######## block 1 ########
block_1/clock_nets.png
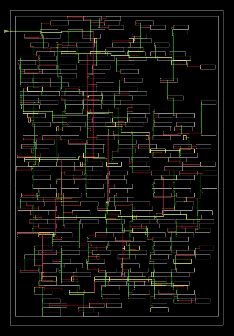

**src/rtl/fifo_pkg.sv**
```systemverilog
// fifo_pkg: shared sizing helper and parameter legality checks for the FIFO slice
// Exports:
//   fifo_cnt_w(depth)                 width of pointers/occupancy for a given depth
//   fifo_depth_ok(depth)              depth is a power of two and at least 2
//   fifo_thresh_ok(depth, af, ae)     thresholds fall inside their legal ranges
package fifo_pkg;

    // One extra bit beyond the index so full and empty stay distinguishable.
    function automatic int fifo_cnt_w(input int depth);
        return $clog2(depth) + 1;
    endfunction

    function automatic bit fifo_depth_ok(input int depth);
        return depth >= 2 && (depth & (depth - 1)) == 0;
    endfunction

    function automatic bit fifo_thresh_ok(input int depth, input int af, input int ae);
        return af >= 1 && af <= depth && ae >= 0 && ae <= depth - 1;
    endfunction

endpackage

```
**src/rtl/fifo_mem.sv**
```systemverilog
// fifo_mem: DEPTH x WIDTH storage, one synchronous write port, one asynchronous read port
// Ports:
//   clk    clock
//   we     write enable
//   waddr  write index
//   wdata  write data
//   raddr  read index
//   rdata  read data, combinational from raddr
module fifo_mem #(
    parameter int DEPTH = 8,
    parameter int WIDTH = 32
) (
    input  logic                     clk,
    input  logic                     we,
    input  logic [$clog2(DEPTH)-1:0] waddr,
    input  logic [WIDTH-1:0]         wdata,
    input  logic [$clog2(DEPTH)-1:0] raddr,
    output logic [WIDTH-1:0]         rdata
);
    logic [WIDTH-1:0] mem [DEPTH];

    always_ff @(posedge clk)
        if (we) mem[waddr] <= wdata;

    assign rdata = mem[raddr];
endmodule

```
**src/rtl/sync_fifo_ex.sv**
```systemverilog
// sync_fifo_ex: synchronous FIFO with registered or show-ahead read, flush, thresholds and sticky errors
// Ports:
//   clk, rstn                 clock, asynchronous active-low reset
//   flush                     discard all contents on the next edge
//   wr_req, w_data            write request and data
//   rd_req                    read/pop request
//   err_clr                   clears ovf_o/udf_o
//   r_data, r_valid           read data and its valid qualifier
//   full_o, empty_o           occupancy == DEPTH / == 0
//   almost_full_o             occupancy >= AF_THRESH
//   almost_empty_o            occupancy <= AE_THRESH
//   count_o                   occupancy
//   ovf_o, udf_o              sticky overflow / underflow
module sync_fifo_ex
    import fifo_pkg::*;
#(
    parameter int DEPTH     = 8,
    parameter int WIDTH     = 32,
    parameter int FWFT      = 0,
    parameter int AF_THRESH = DEPTH - 1,
    parameter int AE_THRESH = 1
) (
    input  logic                          clk,
    input  logic                          rstn,
    input  logic                          flush,
    input  logic                          wr_req,
    input  logic [WIDTH-1:0]              w_data,
    input  logic                          rd_req,
    input  logic                          err_clr,
    output logic [WIDTH-1:0]              r_data,
    output logic                          r_valid,
    output logic                          full_o,
    output logic                          empty_o,
    output logic                          almost_full_o,
    output logic                          almost_empty_o,
    output logic [fifo_cnt_w(DEPTH)-1:0]  count_o,
    output logic                          ovf_o,
    output logic                          udf_o
);
    localparam int PW = fifo_cnt_w(DEPTH);
    localparam int AW = PW - 1;

    if (!fifo_depth_ok(DEPTH)) begin : g_bad_depth
        $error("sync_fifo_ex: DEPTH must be a power of two >= 2");
    end
    if (!fifo_thresh_ok(DEPTH, AF_THRESH, AE_THRESH)) begin : g_bad_thresh
        $error("sync_fifo_ex: AF_THRESH or AE_THRESH out of range");
    end

    logic [PW-1:0]    wr_ptr, rd_ptr, count;
    logic [WIDTH-1:0] head;
    logic             rd_acc, wr_acc, mem_we;

    // Pointers wrap modulo 2*DEPTH, so their difference is the exact occupancy.
    assign count          = wr_ptr - rd_ptr;
    assign count_o        = count;
    assign empty_o        = count == '0;
    assign full_o         = count == PW'(DEPTH);
    assign almost_full_o  = count >= PW'(AF_THRESH);
    assign almost_empty_o = count <= PW'(AE_THRESH);

    // A read frees a slot in the same cycle, so a full FIFO still takes a write alongside a read.
    assign rd_acc = rd_req & ~empty_o;
    assign wr_acc = wr_req & (~full_o | rd_acc);
    assign mem_we = wr_acc & ~flush;

    always_ff @(posedge clk or negedge rstn)
        if (!rstn) begin
            wr_ptr <= '0;
            rd_ptr <= '0;
            ovf_o  <= 1'b0;
            udf_o  <= 1'b0;
        end else if (flush) begin
            wr_ptr <= '0;
            rd_ptr <= '0;
        end else begin
            if (wr_acc) wr_ptr <= wr_ptr + PW'(1);
            if (rd_acc) rd_ptr <= rd_ptr + PW'(1);
            // A new error in the same cycle as err_clr keeps the flag set.
            ovf_o <= (wr_req & full_o & ~rd_acc) | (ovf_o & ~err_clr);
            udf_o <= (rd_req & empty_o) | (udf_o & ~err_clr);
        end

    fifo_mem #(.DEPTH(DEPTH), .WIDTH(WIDTH)) u_mem (
        .clk   (clk),
        .we    (mem_we),
        .waddr (wr_ptr[AW-1:0]),
        .wdata (w_data),
        .raddr (rd_ptr[AW-1:0]),
        .rdata (head)
    );

    if (FWFT != 0) begin : g_fwft
        assign r_data  = empty_o ? '0 : head;
        assign r_valid = ~empty_o;
    end else begin : g_reg
        always_ff @(posedge clk or negedge rstn)
            if (!rstn) begin
                r_data  <= '0;
                r_valid <= 1'b0;
            end else begin
                r_valid <= rd_acc & ~flush;
                if (rd_acc & ~flush) r_data <= head;
            end
    end
endmodule
```
**config.mk**
```make
export PLATFORM = sky130hd
export DESIGN_NAME = sync_fifo_ex
export DESIGN_NICKNAME = d
export VERILOG_FILES = /design/src/rtl/fifo_pkg.sv /design/src/rtl/fifo_mem.sv /design/src/rtl/sync_fifo_ex.sv
export SDC_FILE = /design/constraint.sdc
export NUM_CORES = 1
export LEC_CHECK = 0
export CORE_ASPECT_RATIO = 1.5
export CORE_MARGIN = 3
export CORE_UTILIZATION = 50
export DETAILED_ROUTE_END_ITERATION = 8
export PLACE_DENSITY_LB_ADDON = 0.05
export SYNTH_ARGS = -nofsm -noshare
export SYNTH_HDL_FRONTEND = slang
export SYNTH_HIERARCHICAL = 1
export SYNTH_SLANG_ARGS = --single-unit
```
**constraint.sdc**
```tcl
create_clock -name clk -period 4.89 [get_ports clk]
set_input_delay 0.978 -clock clk [delete_from_list [all_inputs] [get_ports clk]]
set_output_delay 0.978 -clock clk [all_outputs]
set_load 0.01 [all_outputs]
```
######## block 2 ########
$ cat src/rtl/csa_acc_resolve.sv
// Streaming carry-save accumulator: one 3:2 compression per operand, then a chunked CPA resolve.
// Latency: result valid NCHUNK cycles after the last operand; input stalls (in_ready=0) from last operand until the result handshakes.
module csa_acc_resolve #(
    parameter int WIDTH = 64,
    parameter int CHUNK = 16,
    parameter int CNTW  = 16
) (
    input  logic             clk,
    input  logic             rst_n,
    input  logic             in_valid,
    output logic             in_ready,
    input  logic [WIDTH-1:0] in_data,
    input  logic             in_last,
    output logic             out_valid,
    input  logic             out_ready,
    output logic [WIDTH-1:0] out_sum,
    output logic [CNTW-1:0]  out_count
);

    localparam int NCHUNK = WIDTH / CHUNK;
    localparam int KW     = (NCHUNK > 1) ? $clog2(NCHUNK) : 1;

    typedef enum logic [1:0] {
        ST_ACC = 2'd0,
        ST_RES = 2'd1,
        ST_OUT = 2'd2
    } state_t;

    state_t            state_q, state_d;
    logic [WIDTH-1:0]  s_q, s_d;
    logic [WIDTH-1:0]  c_q, c_d;
    logic [WIDTH-1:0]  res_q, res_d;
    logic [CNTW-1:0]   cnt_q, cnt_d;
    logic [KW-1:0]     k_q, k_d;
    logic              cy_q, cy_d;

    logic              in_hs;
    logic              last_chunk;
    logic [WIDTH-1:0]  maj;
    logic [CHUNK-1:0]  s_chunk;
    logic [CHUNK-1:0]  c_chunk;
    logic [CHUNK:0]    chunk_sum;

    assign in_hs      = in_valid & in_ready;
    assign last_chunk = (k_q == KW'(NCHUNK - 1));
    assign maj        = (s_q & c_q) | (s_q & in_data) | (c_q & in_data);

    // Resolve reads only the registered S/C, so one CHUNK-wide adder is reused every cycle
    assign s_chunk    = s_q[k_q*CHUNK +: CHUNK];
    assign c_chunk    = c_q[k_q*CHUNK +: CHUNK];
    assign chunk_sum  = {1'b0, s_chunk} + {1'b0, c_chunk} + {{CHUNK{1'b0}}, cy_q};

    always_ff @(posedge clk or negedge rst_n) begin
        if (!rst_n) begin
            state_q <= ST_ACC;
        end else begin
            state_q <= state_d;
        end
    end

    always_comb begin
        state_d = state_q;
        case (state_q)
            ST_ACC:  if (in_hs && in_last) state_d = ST_RES;
            ST_RES:  if (last_chunk)       state_d = ST_OUT;
            ST_OUT:  if (out_ready)        state_d = ST_ACC;
            default:                       state_d = ST_ACC;
        endcase
    end

    always_comb begin
        in_ready  = (state_q == ST_ACC);
        out_valid = (state_q == ST_OUT);
    end

    always_comb begin
        s_d   = s_q;
        c_d   = c_q;
        res_d = res_q;
        cnt_d = cnt_q;
        k_d   = k_q;
        cy_d  = cy_q;
        case (state_q)
            ST_ACC: begin
                if (in_hs) begin
                    s_d   = s_q ^ c_q ^ in_data;
                    c_d   = maj << 1;
                    cnt_d = cnt_q + CNTW'(1);
                    if (in_last) begin
                        k_d  = '0;
                        cy_d = 1'b0;
                    end
                end
            end
            ST_RES: begin
                res_d[k_q*CHUNK +: CHUNK] = chunk_sum[CHUNK-1:0];
                cy_d = chunk_sum[CHUNK];
                k_d  = k_q + KW'(1);
            end
            ST_OUT: begin
                if (out_ready) begin
                    s_d   = '0;
                    c_d   = '0;
                    cnt_d = '0;
                end
            end
            default: ;
        endcase
    end

    always_ff @(posedge clk or negedge rst_n) begin
        if (!rst_n) begin
            s_q   <= '0;
            c_q   <= '0;
            res_q <= '0;
            cnt_q <= '0;
            k_q   <= '0;
            cy_q  <= 1'b0;
        end else begin
            s_q   <= s_d;
            c_q   <= c_d;
            res_q <= res_d;
            cnt_q <= cnt_d;
            k_q   <= k_d;
            cy_q  <= cy_d;
        end
    end

    assign out_sum   = res_q;
    assign out_count = cnt_q;

endmodule

$ cat config.mk
export PLATFORM = sky130hd
export DESIGN_NAME = csa_acc_resolve
export DESIGN_NICKNAME = d
export VERILOG_FILES = /design/src/rtl/csa_acc_resolve.sv
export SDC_FILE = /design/constraint.sdc
export NUM_CORES = 1
export LEC_CHECK = 0
export ABC_AREA = 1
export CORE_AREA = 2 2 172 174
export DETAILED_ROUTE_END_ITERATION = 8
export DIE_AREA = 0 0 174 176
export SYNTH_ARGS = -nofsm -noshare
export SYNTH_HDL_FRONTEND = slang
export SYNTH_SLANG_ARGS = --single-unit
$ cat constraint.sdc
create_clock -name clk -period 7.7 [get_ports clk]
set_input_delay 1.54 -clock clk [delete_from_list [all_inputs] [get_ports clk]]
set_output_delay 1.54 -clock clk [all_outputs]
set_load 0.03 [all_outputs]

==> notes/layouts.md <==
Pictures saved along the way, in no particular order.

M1 wires.
(1.5 px per um) Supply wires on this layer in gray.
panel A
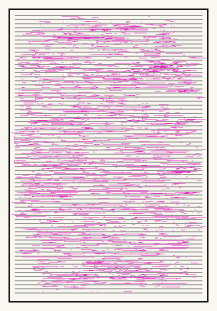
panel B
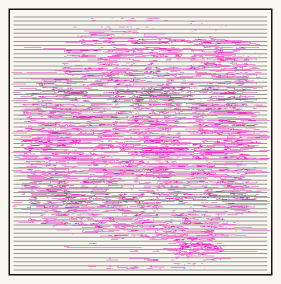
Of these, largest die: panel B
Panel A is block 1.
Panel B is block 2.

block_1/clock_wires.png
(2 px per um)
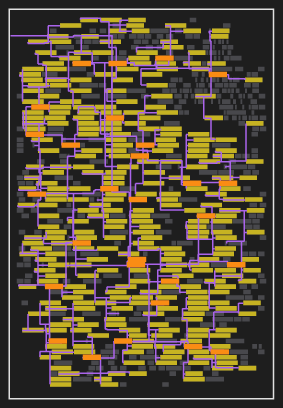
[purple] clock wires | length: 3070 um
[yellow] flip-flops | count: 299
[orange] clock-net drivers | count: 28
routed clock nets: 29
flops lie: widely spread
Clock Power: 2090 uW
Late-Pin Clk Latency: 0.54 ns
Clk network pwr share: 30.3%
skew final: 0.0190 ns

block_1/m3.png
(2 px per um) Cells faint in the background.
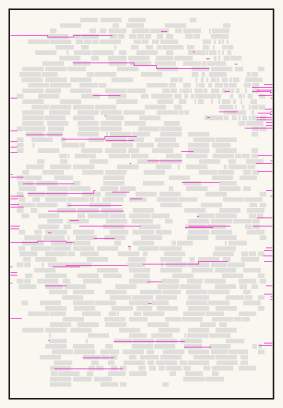
nets with wire on the layer: 67
wire length on this layer: 951 um
main direction: horizontal

Notes on block_1/clock_nets.png above:
final-layout clock buffer total: 40
registers: 299
TritonCTS Sinks: 299

==> reports/qor.csv, block 1 <==
stage;metric;value;unit
layout;Commonest Layout Cell;edfxtp_1;
floorplan;Core Area;23100;um2
grt;global-route wire length before repair;33.7;mm
setup_path;largest delay contributor family on the critical path;simple AND/OR/NAND/NOR gates;
clock_tree;clock-pin slew on the worst setup and hold paths;0.06;ns
run_status;outcome;complete, no violations;
setup_path;CP required;5.07;ns
layout;Gate Area;2870;um2
power_and_ir_drop;total power divided by cell area;498;nW/um2
clock_tree;CTS Buffer Depth;3;
layout;ratio of cells with drive above 1 in the final layout;23.9;%
grt;global-route track usage on met3;2.60;%
synth;yosys xor share;0.435;%
layout;design area;13900;um2
final_timing;RSZ-0062 raised after global routing;no;
final_timing;Final Hold Fails;0;
power_and_ir_drop;Sw Pwr;1720;uW
hold_path;Hold Startpoint;udf_o;
detailed_routing;antenna-violating nets left;0;
setup_path;CP peak stage delay;0.84;ns
layout;# nets final;677;
detailed_routing;routed vias/inst;5.55;
setup_path;worst-case reg-to-reg path depth;11;
synth;flop and latch count out of synthesis;299;
setup_path;CP bufs+invs;3;
[block 1: state kept, by name, summed over array words and instances (netlist names)]
register and flops:
udf_o 1, r_valid 1, wr_ptr 4, u_mem/mem 256, ovf_o 1, rd_ptr 4, r_data 32
[block 1: per-stage QoR]
stage,cells,utilization (%),setup WS (ns)
after global routing,969,60.0,0.321
after floorplan,531,-,-0.0171
after global placement,918,56.1,0.789
after CTS,969,60.0,0.624
after detailed placement,918,56.1,0.660
final,969,60.0,0.619
block_2/clock_nets.png
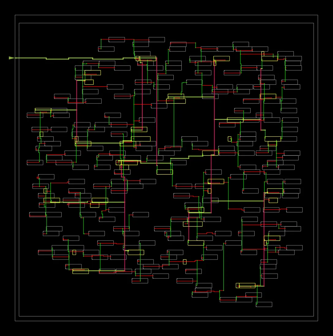
Clock Power: 1220 uW
TritonCTS Sinks: 212

block_2/util_map.png
(2 px per um) The die is cut into 17 by 18 equal tiles; white is low, dark blue is high, 0 to 100% covered.
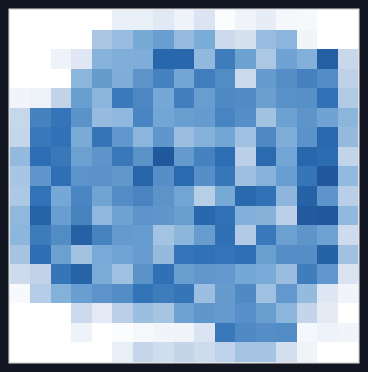
emptiest ninth of the die: top left
tiles over 75% full: 7.2%
nearly empty tiles: 11%
Core Area: 28500 um2
Pre-Place Util: 39.6%
post-layout util: 48.4%

==> reports/qor.csv, block 2 <==
stage;metric;value;unit
layout;most frequent cells in the layout;nand2_1 (212), dfrtp_1 (211), clkdlybuf4s50_1 (149);
synth;number of enable flip-flop cells;0;
setup_path;flop-to-flop setup slack;3.84;ns
layout;fill cell count;2696;
clock_tree;H-tree depth;1;
setup_path;worst path arrival time;4.32;ns
setup_path;Worst Path Max Fanout;36;
run_status;outcome;complete, no violations;
hold_path;Hold Startpoint;out_sum[27];
final_timing;RSZ-0062 raised after global routing;no;
detailed_routing;routed vias/inst;5.27;
hold_path;Hold Path Sink;out_sum[27];
layout;buffer share of cell area;11.3;%
setup_path;Critical Path End Type;flop;
final_timing;fmax;259;MHz
clock_tree;Late-Pin Clk Latency;0.52;ns
clock_tree;Post-CTS Setup Bufs;0;
final_timing;Final Hold Fails;0;
floorplan;io pins;151;
clock_tree;clock root buffer;clkbuf_16;
synth;synthesis warning total;0;
-- block 2: worst register-to-register path: stages, from the launching register on --
cell	delay (ns)
dfrtp_1	0.36
buf_4	0.25
inv_1	0.91
a21oi_1	0.06
o21ai_0	0.14
o31ai_1	0.13
fa_1	0.44
fa_1	0.44
nand3_1	0.09
nand3_1	0.15
nand2_1	0.10
nand2_1	0.06
xor2_1	0.25
nand2_1	0.11
nor2_1	0.17
nand2_1	0.07
nand2_1	0.07

Power is estimated from default activity; no workload was simulated.
